==================== block 1
==> block_1/placed.png <==
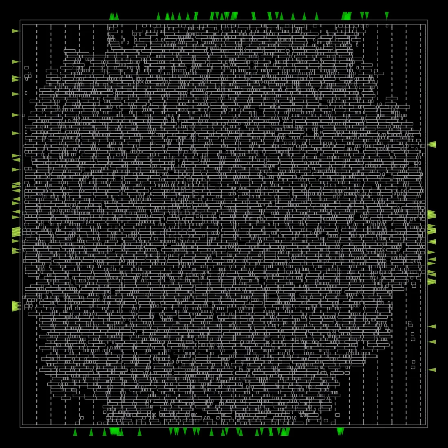
[src/rtl/axis_bitrev_reorder.sv]
// Reorders bit-reversed FFT frames into natural order through two ping-pong frame banks.
// Latency: first output one clock after a frame's last input; m_* holds while stalled, s_tready drops when both banks are full.
module axis_bitrev_reorder #(
    parameter int LOG2N = 4,
    parameter int DW    = 32
) (
    input  logic          clk,
    input  logic          rst,
    input  logic          s_tvalid,
    output logic          s_tready,
    input  logic [DW-1:0] s_tdata_re,
    input  logic [DW-1:0] s_tdata_im,
    input  logic          s_tlast,
    output logic          m_tvalid,
    input  logic          m_tready,
    output logic [DW-1:0] m_tdata_re,
    output logic [DW-1:0] m_tdata_im,
    output logic          m_tlast,
    output logic          err_tlast
);
    localparam int N = 1 << LOG2N;
    localparam logic [LOG2N-1:0] LAST = LOG2N'(N - 1);

    logic [2*DW-1:0]  mem [2*N];
    logic             wr_bank;
    logic             rd_bank;
    logic [LOG2N-1:0] wr_cnt;
    logic [LOG2N-1:0] rd_cnt;
    logic [LOG2N-1:0] rd_rev;
    logic [1:0]       full;
    logic [1:0]       full_nxt;
    logic             wr_hs;
    logic             wr_end;
    logic             load;
    logic             rd_end;
    logic [2*DW-1:0]  rd_word;

    assign s_tready = !full[wr_bank];
    assign wr_hs    = s_tvalid && s_tready;
    assign wr_end   = wr_hs && (wr_cnt == LAST);
    assign load     = full[rd_bank] && (!m_tvalid || m_tready);
    assign rd_end   = load && (rd_cnt == LAST);

    always_comb begin
        rd_rev = '0;
        for (int i = 0; i < LOG2N; i++) begin
            rd_rev[i] = rd_cnt[LOG2N-1-i];
        end
    end

    // Set and clear always hit different banks, so both can apply in one cycle.
    always_comb begin
        full_nxt = full;
        if (wr_end) full_nxt[wr_bank] = 1'b1;
        if (rd_end) full_nxt[rd_bank] = 1'b0;
    end

    always_ff @(posedge clk) begin
        if (wr_hs) begin
            mem[{wr_bank, wr_cnt}] <= {s_tdata_re, s_tdata_im};
        end
    end

    assign rd_word = mem[{rd_bank, rd_rev}];

    always_ff @(posedge clk or posedge rst) begin
        if (rst) begin
            wr_bank   <= 1'b0;
            rd_bank   <= 1'b0;
            wr_cnt    <= '0;
            rd_cnt    <= '0;
            full      <= '0;
            err_tlast <= 1'b0;
        end else begin
            full <= full_nxt;
            if (wr_hs) begin
                wr_cnt <= wr_cnt + 1'b1;
                if (s_tlast != (wr_cnt == LAST)) err_tlast <= 1'b1;
                if (wr_end) wr_bank <= !wr_bank;
            end
            if (load) begin
                rd_cnt <= rd_cnt + 1'b1;
                if (rd_end) rd_bank <= !rd_bank;
            end
        end
    end

    always_ff @(posedge clk or posedge rst) begin
        if (rst) begin
            m_tvalid   <= 1'b0;
            m_tlast    <= 1'b0;
            m_tdata_re <= '0;
            m_tdata_im <= '0;
        end else if (load) begin
            m_tvalid   <= 1'b1;
            m_tlast    <= (rd_cnt == LAST);
            m_tdata_re <= rd_word[2*DW-1:DW];
            m_tdata_im <= rd_word[DW-1:0];
        end else if (m_tready) begin
            m_tvalid <= 1'b0;
        end
    end
endmodule

[config.mk]
export PLATFORM = sky130hd
export DESIGN_NAME = axis_bitrev_reorder
export DESIGN_NICKNAME = d
export VERILOG_FILES = /design/src/rtl/axis_bitrev_reorder.sv
export SDC_FILE = /design/constraint.sdc
export NUM_CORES = 2
export LEC_CHECK = 0
export ABC_AREA = 1
export CAP_MARGIN = 10
export CORE_MARGIN = 2
export CORE_UTILIZATION = 55
export DETAILED_ROUTE_END_ITERATION = 7
export HOLD_SLACK_MARGIN = 0.03
export PLACE_DENSITY = 0.68
export SKIP_CTS_REPAIR_TIMING = 1
export SLEW_MARGIN = 30
export SYNTH_ARGS = -nofsm -noshare
export SYNTH_HDL_FRONTEND = slang
export SYNTH_SLANG_ARGS = --single-unit
[constraint.sdc]
create_clock -name clk -period 4.5 [get_ports clk]
set_input_delay 1.125 -clock clk [delete_from_list [all_inputs] [get_ports clk]]
set_output_delay 1.125 -clock clk [all_outputs]
set_load 0.005 [all_outputs]
==> notes.org <==
* Flow results

** Run status
- The flow ran to the end, and the final reports show no timing, DRC or antenna violations.

** Final timing
- Worst slew slack as a fraction of its limit :: 37.0%
- Highest clock frequency the design can meet :: approximately 270 MHz

** Layout
- After layout, the inverter instance count without clock inverters stands at 19.
- Biggest cell category by area in the final layout :: registers
- Registers with the highest flip-flop counts :: mem: 2048 flops, m_tdata_im: 32 flops, m_tdata_re: 32 flops
- At the end of the flow, the number of nets in the layout was between 7k and 8k.

** Logic synthesis
- Area of the synthesized netlist per yosys stat :: 84,500 um^2
- Number of nets at floorplan :: 6,995
- Each instance of the synthesized netlist takes up on average 12.2 um^2.
- Area fraction in compound gates :: less than 1%

** Setup path
- Largest delay contributor family on the critical path :: buffers and inverters
- Worst Path Arrival :: 2.55 ns
- The worst setup path is launched from a flop.
- The slowest stage of the critical path belongs to the cell sky130_fd_sc_hd__dfrtp_1.
- Together, buffers and inverters on the worst path number 2.

** Pwr
- Combinational logic burns between 30% and 40% of the power.
- Switching portion of total power :: about 36%
- The group that draws the most power in this run is sequential cells.

** Global routing
- In the global route stage, met1 resource usage came out at approximately 41%.

** Min path
- Origin of the worst min-delay path :: m_tdata_re[17]$_DFFE_PP0P_

** Floorplanning
- Per the OpenROAD floorplan log, the area of the die is 157,000 um^2.

** Route
- Initial drt markers :: 6,303
- For this run, the detailed router's first-pass iteration total came to 6.
- After detailed routing, the average wire length per cell comes to 24.9 um.

** CTS
- The H-tree was split into 4 levels.

** Place
- Instance area after placement :: around 89,000 um^2
About block_1/placed.png:
utilization after layout: 62.5%
flop share of the area: 66.7%
placeable core area: 152,000 um^2
row count: 143

final timing paths:
check / to / slack (ns) / cells past startpoint
min in group asynchronous: m_tdata_re[6]$_DFFE_PP0P_ / 0.74 / 2
max: s_tready / 0.83 / 4
max in group asynchronous: m_tdata_im[0]$_DFFE_PP0P_ / 2.80 / 3
max reg2reg: mem[12][48]$_DFFE_PP_ / 1.41 / 8
min: m_tdata_re[17]$_DFFE_PP0P_ / 0.48 / 2
min reg2reg: m_tdata_re[17]$_DFFE_PP0P_ / 0.48 / 2

==================== block 2
==> block_2/util_map.png <==
The bar under the picture is 50 um long. The die is cut into 14 by 14 equal tiles; white is low, dark blue is high, 0 to 100% covered.
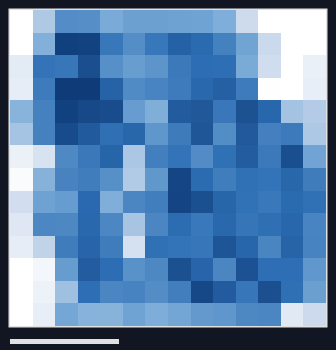
==> block_2/floorplan.png <==
The bar under the picture is 50 um long. Pins as bars on the die edge. Tap cells in grey.
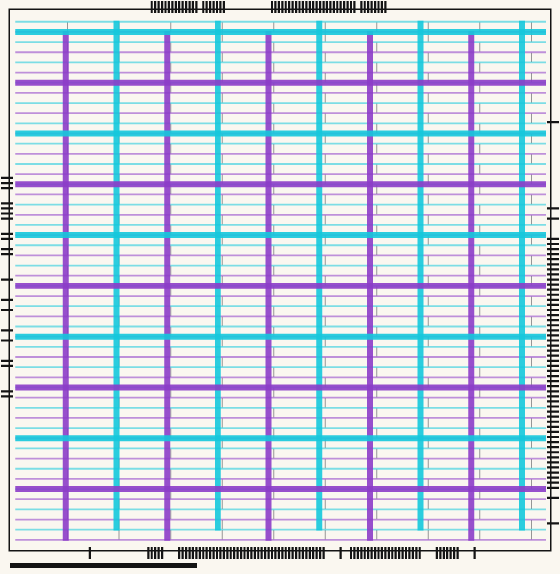
===== src/rtl/lsu_pkg.sv =====
// Shared types and helpers for the load/store unit: access sizes, FSM states,
// byte counts and byte-lane masks.
package lsu_pkg;

  typedef enum logic [1:0] {
    SIZE_BYTE = 2'd0,
    SIZE_HALF = 2'd1,
    SIZE_WORD = 2'd2,
    SIZE_RSVD = 2'd3
  } size_e;

  typedef enum logic [2:0] {
    StIdle,
    StIssue0,
    StWait0,
    StIssue1,
    StWait1,
    StResp
  } state_e;

  function automatic logic [2:0] byte_count(size_e size);
    case (size)
      SIZE_BYTE: return 3'd1;
      SIZE_HALF: return 3'd2;
      SIZE_WORD: return 3'd4;
      default:   return 3'd0;
    endcase
  endfunction

  // Lanes touched across two consecutive words: [3:0] is access 0, [7:4] is access 1.
  function automatic logic [7:0] lane_mask(logic [1:0] offset, size_e size);
    logic [7:0] base;
    base = 8'((9'd1 << byte_count(size)) - 9'd1);
    return base << offset;
  endfunction

endpackage


===== src/rtl/lsu_load_align.sv =====
// Merges up to two cache words into a right-aligned, sign/zero-extended load result.
module lsu_load_align
  import lsu_pkg::*;
(
  input  logic [31:0] word0,
  input  logic [31:0] word1,
  input  logic [1:0]  offset,
  input  size_e       size,
  input  logic        is_signed,
  output logic [31:0] result
);

  logic [31:0] merged;

  always_comb begin
    merged = 32'({word1, word0} >> {offset, 3'b000});
    case (size)
      SIZE_BYTE: result = {{24{is_signed & merged[7]}}, merged[7:0]};
      SIZE_HALF: result = {{16{is_signed & merged[15]}}, merged[15:0]};
      SIZE_WORD: result = merged;
      default:   result = '0;
    endcase
  end

endmodule


===== src/rtl/load_store_unit.sv =====
// Load/store unit: turns byte/half/word requests into word-aligned cache accesses,
// splitting accesses that straddle a word boundary and merging split loads.
module load_store_unit
  import lsu_pkg::*;
#(
  parameter int unsigned ADDRESS_BITWIDTH = 32
) (
  input  logic                        clk,
  input  logic                        rst,
  input  logic                        cmd_valid,
  output logic                        cmd_ready,
  input  logic                        cmd_store,
  input  logic [1:0]                  cmd_size,
  input  logic                        cmd_signed,
  input  logic [ADDRESS_BITWIDTH-1:0] cmd_addr,
  input  logic [31:0]                 cmd_wdata,
  output logic                        rsp_valid,
  output logic [31:0]                 rsp_data,
  output logic                        rsp_error,
  output logic [ADDRESS_BITWIDTH-1:0] address,
  output logic [31:0]                 data_in,
  output logic [3:0]                  write_enable,
  input  logic [31:0]                 data_out,
  input  logic                        data_out_ready,
  input  logic                        busy
);

  localparam logic [ADDRESS_BITWIDTH-1:0] WordStride = ADDRESS_BITWIDTH'(4);

  state_e      state;
  logic        store_q, signed_q, split_q;
  size_e       size_q;
  logic [1:0]  offset_q;
  logic [3:0]  mask_q, mask1_q;
  logic [31:0] data1_q, word0_q;

  size_e       cmd_size_e;
  logic [7:0]  lanes;
  logic [63:0] shifted;
  logic [31:0] align_word0, align_word1, load_result;

  always_comb begin
    cmd_size_e  = size_e'(cmd_size);
    lanes       = lane_mask(cmd_addr[1:0], cmd_size_e);
    shifted     = {32'b0, cmd_wdata} << {cmd_addr[1:0], 3'b000};
    // The final word is taken straight from the cache in the cycle it arrives.
    align_word0 = (state == StWait0) ? data_out : word0_q;
    align_word1 = (state == StWait1) ? data_out : '0;
  end

  assign cmd_ready    = (state == StIdle);
  assign rsp_valid    = (state == StResp);
  assign write_enable = ((state == StIssue0 || state == StIssue1) && store_q && !busy) ?
                        mask_q : '0;

  lsu_load_align u_load_align (
    .word0     (align_word0),
    .word1     (align_word1),
    .offset    (offset_q),
    .size      (size_q),
    .is_signed (signed_q),
    .result    (load_result)
  );

  always_ff @(posedge clk or posedge rst) begin
    if (rst) begin
      state     <= StIdle;
      store_q   <= 1'b0;
      signed_q  <= 1'b0;
      split_q   <= 1'b0;
      size_q    <= SIZE_BYTE;
      offset_q  <= '0;
      mask_q    <= '0;
      mask1_q   <= '0;
      data1_q   <= '0;
      word0_q   <= '0;
      address   <= '0;
      data_in   <= '0;
      rsp_data  <= '0;
      rsp_error <= 1'b0;
    end else begin
      case (state)
        StIdle: begin
          if (cmd_valid) begin
            store_q  <= cmd_store;
            signed_q <= cmd_signed;
            size_q   <= cmd_size_e;
            offset_q <= cmd_addr[1:0];
            if (cmd_size_e == SIZE_RSVD) begin
              rsp_data  <= '0;
              rsp_error <= 1'b1;
              state     <= StResp;
            end else begin
              split_q <= |lanes[7:4];
              mask_q  <= lanes[3:0];
              mask1_q <= lanes[7:4];
              data_in <= shifted[31:0];
              data1_q <= shifted[63:32];
              address <= {cmd_addr[ADDRESS_BITWIDTH-1:2], 2'b00};
              state   <= StIssue0;
            end
          end
        end
        StIssue0: begin
          if (!busy) begin
            if (!store_q) begin
              state <= StWait0;
            end else if (split_q) begin
              address <= address + WordStride;
              data_in <= data1_q;
              mask_q  <= mask1_q;
              state   <= StIssue1;
            end else begin
              rsp_data  <= '0;
              rsp_error <= 1'b0;
              state     <= StResp;
            end
          end
        end
        StWait0: begin
          if (data_out_ready && !busy) begin
            word0_q <= data_out;
            if (split_q) begin
              address <= address + WordStride;
              data_in <= data1_q;
              mask_q  <= mask1_q;
              state   <= StIssue1;
            end else begin
              rsp_data  <= load_result;
              rsp_error <= 1'b0;
              state     <= StResp;
            end
          end
        end
        StIssue1: begin
          if (!busy) begin
            if (store_q) begin
              rsp_data  <= '0;
              rsp_error <= 1'b0;
              state     <= StResp;
            end else begin
              state <= StWait1;
            end
          end
        end
        StWait1: begin
          if (data_out_ready && !busy) begin
            rsp_data  <= load_result;
            rsp_error <= 1'b0;
            state     <= StResp;
          end
        end
        StResp:  state <= StIdle;
        default: state <= StIdle;
      endcase
    end
  end

endmodule


===== config.mk =====
export PLATFORM = sky130hd
export DESIGN_NAME = load_store_unit
export DESIGN_NICKNAME = d
export VERILOG_FILES = /design/src/rtl/lsu_pkg.sv /design/src/rtl/lsu_load_align.sv /design/src/rtl/load_store_unit.sv
export SDC_FILE = /design/constraint.sdc
export NUM_CORES = 1
export LEC_CHECK = 0
export CORE_UTILIZATION = 48
export CTS_BUF_LIST = sky130_fd_sc_hd__clkbuf_2
export DETAILED_ROUTE_END_ITERATION = 10
export GPL_TIMING_DRIVEN = 0
export PLACE_DENSITY = 0.88
export SLEW_MARGIN = 25
export SYNTH_ARGS = -nofsm -noshare
export SYNTH_HDL_FRONTEND = slang
export SYNTH_SLANG_ARGS = --single-unit

===== constraint.sdc =====
create_clock -name clk -period 5.4 [get_ports clk]
set_input_delay 0.81 -clock clk [delete_from_list [all_inputs] [get_ports clk]]
set_output_delay 0.81 -clock clk [all_outputs]
set_load 0.005 [all_outputs]

==> notes.org <==
* Flow results

** Logic synthesis
- Basic-gate share of the synthesized area counting and, or, nand and nor cells :: between 10% and 20%
- Mapped cell area :: around 10000 um^2
- Yosys attributes the largest share of cell area to sky130_fd_sc_hd__dfrtp_1 43%, sky130_fd_sc_hd__nand2_1 6.5%, sky130_fd_sc_hd__mux2_2 6.2%.
- Per the synth stats, the proportion of register bits with asynchronous set or reset is 100%.

** Setup path
- Reg2reg path depth :: 7
- For reference, the critical path is captured by write_enable[1].
- The worst register-to-register path begins at state[0]$_DFFE_PP0P_.
- Among all stages on the critical path, the largest delay is contributed by sky130_fd_sc_hd__clkdlybuf4s50_1.
- End of the worst register-to-register path :: address[11]$_DFFE_PP0P_

** Global routing
- Entering global routing, the biggest net connects just under 90 pins.
- Vias in the first global route :: ~9.5k
- Global-route wire length before repair :: between 50,000 and 60,000 um
- Routing resource usage on met1 recorded by global route was a little under half.
- GR met3 Demand/Resource :: 6.19%

** Layout
- Most frequently placed logic cell in the final layout :: sky130_fd_sc_hd__clkdlybuf4s50_1
- Most frequent cells in the layout :: 205 x sky130_fd_sc_hd__clkdlybuf4s50_1, 169 x sky130_fd_sc_hd__dfrtp_1, 168 x sky130_fd_sc_hd__nand2_1, 85 x sky130_fd_sc_hd__a21oi_1, 71 x sky130_fd_sc_hd__clkbuf_1
- Net count, final :: between 1k and 1.5k

** Final timing
- The worst pin sits at a relative slew slack of just under 50%.

** Run status
- The flow ran to the end, and the final reports show no timing, DRC or antenna violations.

** Route
- Post-route antenna net violation count :: 0
- Wire length on met2 :: 15,000 um
- Via-per-instance ratio :: approximately 6.3

** CTS
- The cell sitting at the root of the clock tree is a sky130_fd_sc_hd__clkbuf_2.
About block_2/util_map.png:
mean over tiles = 58%
fullest tile = 95%
tiles over 75% full = 26%
nearly empty tiles = 6.6%
utilization after layout: 63.2%
placeable core area: 19,700 um^2
effective utilization at floorplan: 49.5%

About block_2/floorplan.png:
purple -> VSS
cyan -> VDD
signal pins = 208
tap cells = 265
met5 straps = 10
met4 straps = 10
met1 rails = 52
Peak supply drop: 208 uV
floorplan die width: 145 um

## registers in the layout, summed over array words and instances, names as in the netlist, 2 cells and up
name and cells:
word0_q 32, data1_q 24, mask_q 4, offset_q 2, rsp_data 32, mask1_q 4
data_in 32, state 3, size_q 2, address 30
## power by group through the flow
stage / Sequential (mW) / Clock, mW / Combinational (mW)
finish: 2.28 / 0.777 / 3.71
CTS: 2.27 / 0.777 / 3.65
global route: 2.35 / 0.830 / 4.00
floorplan: 2.20 / 0 / 2.13
global placement: 2.27 / 0 / 3.54
detailed placement: 2.30 / 0 / 3.64

==================== block 3
==> block_3/util_map.png <==
The bar under the picture is 50 um long. The die is cut into 23 by 23 equal tiles; white is low, dark blue is high, 0 to 100% covered.
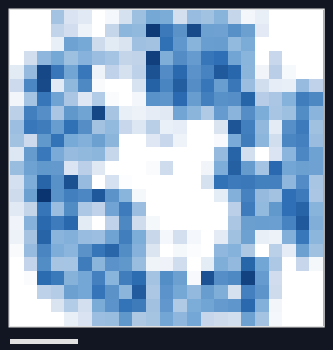
**config.mk**
```make
export PLATFORM = sky130hd
export DESIGN_NAME = alu_cmd_sequencer
export DESIGN_NICKNAME = d
export VERILOG_FILES = /design/src/rtl/alu_cmd_sequencer.sv
export SDC_FILE = /design/constraint.sdc
export NUM_CORES = 1
export LEC_CHECK = 0
export ABC_CLOCK_PERIOD_IN_PS = 3150
export CORE_AREA = 2 2 228 230
export DETAILED_ROUTE_END_ITERATION = 8
export DIE_AREA = 0 0 230 232
export MAX_ROUTING_LAYER = met4
export RECOVER_POWER = 25
export SYNTH_ARGS = -nofsm -noshare
export SYNTH_HDL_FRONTEND = slang
export SYNTH_SLANG_ARGS = --single-unit
```
**constraint.sdc**
```tcl
create_clock -name clk_i -period 3.15 [get_ports clk_i]
set_clock_uncertainty 0.15 [all_clocks]
set_input_delay 0.7875 -clock clk_i [delete_from_list [all_inputs] [get_ports clk_i]]
set_output_delay 0.7875 -clock clk_i [all_outputs]
set_load 0.05 [all_outputs]
```
**src/rtl/alu_cmd_sequencer.sv**
```systemverilog
// alu_cmd_sequencer
//   Front end for a 32-bit combinational ALU. Tagged commands arrive on a
//   valid/ready stream and are queued in a DEPTH-entry FIFO. One command at a
//   time is driven onto the ALU lanes, the result is captured after the lanes
//   have settled, and it is returned with its tag on a valid/ready response
//   stream, strictly in command order.
//
// Ports
//   clk_i, rst_n_i        clock (rising edge), asynchronous active-low reset
//   cmd_valid_i/ready_o   command handshake; ready = FIFO not full
//   cmd_sel_i/a_i/b_i     ALU op code and operands
//   cmd_tag_i             command tag, echoed on the response
//   alu_in1_o/in2_o/sel_o registered lanes to the ALU
//   alu_ans_i             ALU result
//   rsp_valid_o/ready_i   response handshake; data/tag/err held until accepted
//   rsp_data_o/tag_o      captured result and its tag
//   rsp_err_o             op code 3'b110 is illegal: err=1, data=0
//   busy_o                FIFO non-empty or FSM not idle
module alu_cmd_sequencer #(
    parameter int DEPTH  = 4,
    parameter int TAG_W  = 4,
    parameter int SETTLE = 1
) (
    input  logic             clk_i,
    input  logic             rst_n_i,
    input  logic             cmd_valid_i,
    output logic             cmd_ready_o,
    input  logic [2:0]       cmd_sel_i,
    input  logic [31:0]      cmd_a_i,
    input  logic [31:0]      cmd_b_i,
    input  logic [TAG_W-1:0] cmd_tag_i,
    output logic [31:0]      alu_in1_o,
    output logic [31:0]      alu_in2_o,
    output logic [2:0]       alu_sel_o,
    input  logic [31:0]      alu_ans_i,
    output logic             rsp_valid_o,
    input  logic             rsp_ready_i,
    output logic [31:0]      rsp_data_o,
    output logic [TAG_W-1:0] rsp_tag_o,
    output logic             rsp_err_o,
    output logic             busy_o
);

    localparam int AW = $clog2(DEPTH);
    localparam int PW = AW + 1;
    localparam int CW = $clog2(SETTLE + 1);
    localparam logic [2:0] SEL_ILLEGAL = 3'b110;

    typedef struct packed {
        logic [2:0]       sel;
        logic [31:0]      a;
        logic [31:0]      b;
        logic [TAG_W-1:0] tag;
    } cmd_t;

    typedef enum logic [1:0] {S_IDLE, S_LOAD, S_WAIT, S_RESP} state_e;

    // ---------------- command FIFO ----------------
    cmd_t            mem [DEPTH];
    logic [PW-1:0]   wr_ptr_q, wr_ptr_d;
    logic [PW-1:0]   rd_ptr_q, rd_ptr_d;
    logic            full, empty, push, pop;
    cmd_t            cmd_in, head;

    assign full   = (wr_ptr_q[PW-1] != rd_ptr_q[PW-1]) &&
                    (wr_ptr_q[AW-1:0] == rd_ptr_q[AW-1:0]);
    assign empty  = (wr_ptr_q == rd_ptr_q);
    // Ready comes from registered pointers only, so a pop in the same cycle
    // cannot open the door to a push while full.
    assign push   = cmd_valid_i && !full;
    assign cmd_in = '{sel: cmd_sel_i, a: cmd_a_i, b: cmd_b_i, tag: cmd_tag_i};
    assign head   = mem[rd_ptr_q[AW-1:0]];

    // Storage needs no reset: emptiness is defined by the pointers alone.
    always_ff @(posedge clk_i) begin
        if (push) mem[wr_ptr_q[AW-1:0]] <= cmd_in;
    end

    // ---------------- sequencer ----------------
    state_e           state_q, state_d;
    logic [31:0]      in1_q, in1_d, in2_q, in2_d;
    logic [2:0]       sel_q, sel_d;
    logic [TAG_W-1:0] tag_q, tag_d;
    logic [CW-1:0]    cnt_q, cnt_d;
    logic [31:0]      data_q, data_d;
    logic [TAG_W-1:0] rtag_q, rtag_d;
    logic             err_q, err_d;

    always_comb begin
        state_d  = state_q;
        in1_d    = in1_q;
        in2_d    = in2_q;
        sel_d    = sel_q;
        tag_d    = tag_q;
        cnt_d    = cnt_q;
        data_d   = data_q;
        rtag_d   = rtag_q;
        err_d    = err_q;
        pop      = 1'b0;
        wr_ptr_d = push ? wr_ptr_q + PW'(1) : wr_ptr_q;
        rd_ptr_d = rd_ptr_q;

        case (state_q)
            S_IDLE: begin
                // Popping loads the lanes directly; they stay put until the
                // next command so idle lanes show the last command issued.
                if (!empty) begin
                    pop      = 1'b1;
                    rd_ptr_d = rd_ptr_q + PW'(1);
                    in1_d    = head.a;
                    in2_d    = head.b;
                    sel_d    = head.sel;
                    tag_d    = head.tag;
                    state_d  = S_LOAD;
                end
            end
            S_LOAD: begin
                if (sel_q == SEL_ILLEGAL) begin
                    data_d  = '0;
                    rtag_d  = tag_q;
                    err_d   = 1'b1;
                    state_d = S_RESP;
                end else begin
                    cnt_d   = '0;
                    state_d = S_WAIT;
                end
            end
            S_WAIT: begin
                // SETTLE settling cycles followed by the capture cycle, which
                // gives an accept-to-response latency of 3+SETTLE.
                if (cnt_q == CW'(SETTLE)) begin
                    data_d  = alu_ans_i;
                    rtag_d  = tag_q;
                    err_d   = 1'b0;
                    state_d = S_RESP;
                end else begin
                    cnt_d = cnt_q + CW'(1);
                end
            end
            S_RESP: begin
                if (rsp_ready_i) state_d = S_IDLE;
            end
            default: state_d = S_IDLE;
        endcase
    end

    always_ff @(posedge clk_i or negedge rst_n_i) begin
        if (!rst_n_i) begin
            state_q  <= S_IDLE;
            wr_ptr_q <= '0;
            rd_ptr_q <= '0;
            in1_q    <= '0;
            in2_q    <= '0;
            sel_q    <= '0;
            tag_q    <= '0;
            cnt_q    <= '0;
            data_q   <= '0;
            rtag_q   <= '0;
            err_q    <= 1'b0;
        end else begin
            state_q  <= state_d;
            wr_ptr_q <= wr_ptr_d;
            rd_ptr_q <= rd_ptr_d;
            in1_q    <= in1_d;
            in2_q    <= in2_d;
            sel_q    <= sel_d;
            tag_q    <= tag_d;
            cnt_q    <= cnt_d;
            data_q   <= data_d;
            rtag_q   <= rtag_d;
            err_q    <= err_d;
        end
    end

    assign cmd_ready_o = !full;
    assign alu_in1_o   = in1_q;
    assign alu_in2_o   = in2_q;
    assign alu_sel_o   = sel_q;
    assign rsp_valid_o = (state_q == S_RESP);
    assign rsp_data_o  = data_q;
    assign rsp_tag_o   = rtag_q;
    assign rsp_err_o   = err_q;
    assign busy_o      = !empty || (state_q != S_IDLE) || pop;

endmodule
```
==> notes.org <==
* Flow results

** Route
- Initial drt markers :: approximately 300
- Overall via count from detail_route :: between 7k and 8k

** Run
- The run reported a max-capacitance violation count of 1.

** Pwr
- Leading power group :: combinational logic
- The analysis attributes to cell leakage a power of 7.14 nW.

** Logic synthesis
- Number of nets at floorplan :: 847
- The synthesized netlist occupies a cell area of around 15,000 um^2.
- Dominant register cell :: sky130_fd_sc_hd__edfxtp_1
- Share of cell area taken by muxes after synthesis :: between 15 and 20%
- Yosys reports a chip area of 15,100 um^2.
- Post-synthesis cell type with the largest instance count :: sky130_fd_sc_hd__edfxtp_1
- Distinct lib cells :: 29

** Floorplanning
- The die covers 53,400 um^2.
- The floorplan report gives the top-level pin count as approximately 210.

** Run status
- The flow ran to the end, but the final reports show violations.
- The final reports fail on max-capacitance violations, max-slew violations.

** Min path
- Hold Path Stages :: 2

** Final timing
- Final Slew Violations :: 21
- Across all hold checks on the routed design, the worst slack comes to between 0.3 and 0.4 ns.
- Final setup violating endpoints :: 0
- Final critical-path setup slack :: roughly 0.24 ns
- In the final report, the number of hold violations comes to 0.

** Setup path
- Critical path buffers and inverters :: 1
- Crit path launch :: state_q[1]$_DFFE_PN0P_

** CTS
- In this run, post-CTS repair resized a total of 0 instances.

** Layout
- Most frequent cells in the layout :: 284 x sky130_fd_sc_hd__edfxtp_1, 157 x sky130_fd_sc_hd__clkdlybuf4s50_1, 115 x sky130_fd_sc_hd__dfrtp_1, 71 x sky130_fd_sc_hd__mux4_2, 68 x sky130_fd_sc_hd__nand2_1
- In the final layout, the share of cells above drive strength 1 is 22.6%.

** Place
- Detailed placement ended at an HPWL of 19,300 um.

** Global routing
- The initial antenna violation count came to 6.
Notes on block_3/util_map.png above:
fullest tile = 99%
emptiest ninth of the die = middle
tiles over 75% full = 6.6%
nearly empty tiles = 20%
effective utilization at floorplan: 29.7%
utilization after layout: 38.9%
placeable core area: 50,900 um^2

-- area by class of cell --
cell class              count  area, um^2
multi-input cells         285        3470
clock inverters            20         206
flip-flops and latches    401       11500
fillers                  4644       31100
diodes                      4        10.0
inverters                   9        33.8
clock buffers              64        1260
repair buffers            233        2510
well taps                 680         851
-- flip-flops by register name (all words and copies together), names as in the netlist --
signal	count
wr_ptr_q	3
cnt_q	1
mem	284
alu_in2_o	32
rsp_data_o	32
alu_sel_o	3
alu_in1_o	32
state_q	2
rsp_tag_o	4
rd_ptr_q	3
rsp_err_o	1
tag_q	4


==> layout pictures side by side <==
Where the registers sit.
(a)
The bar under the picture is 50 um long. Other sequential cells in the stronger grey, the rest of the logic in the fainter grey.
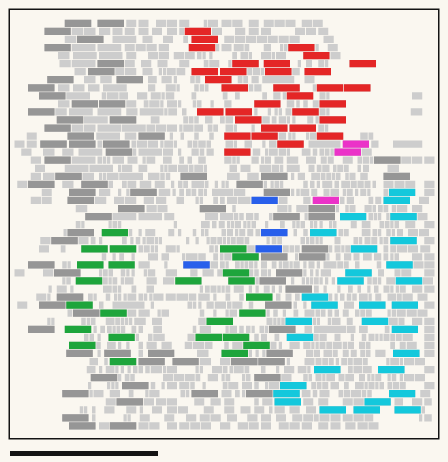
(b)
The bar under the picture is 100 um long. Other sequential cells in the stronger grey, the rest of the logic in the fainter grey.
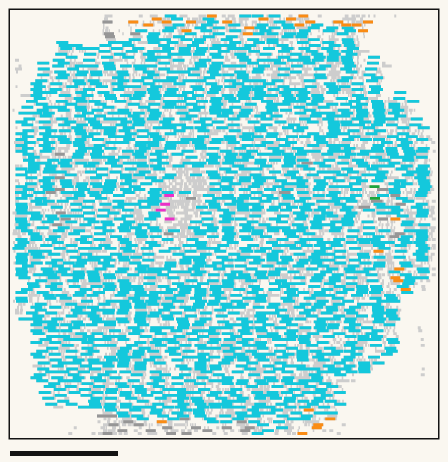
(c)
The bar under the picture is 50 um long. Other sequential cells in the stronger grey, the rest of the logic in the fainter grey.
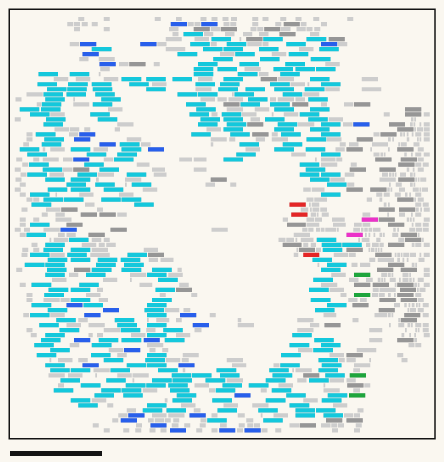
(a): block 2
(b): block 1
(c): block 3
Of these, smallest die: (a)

Power figures rest on the tool's default switching activity, not on a simulated workload.
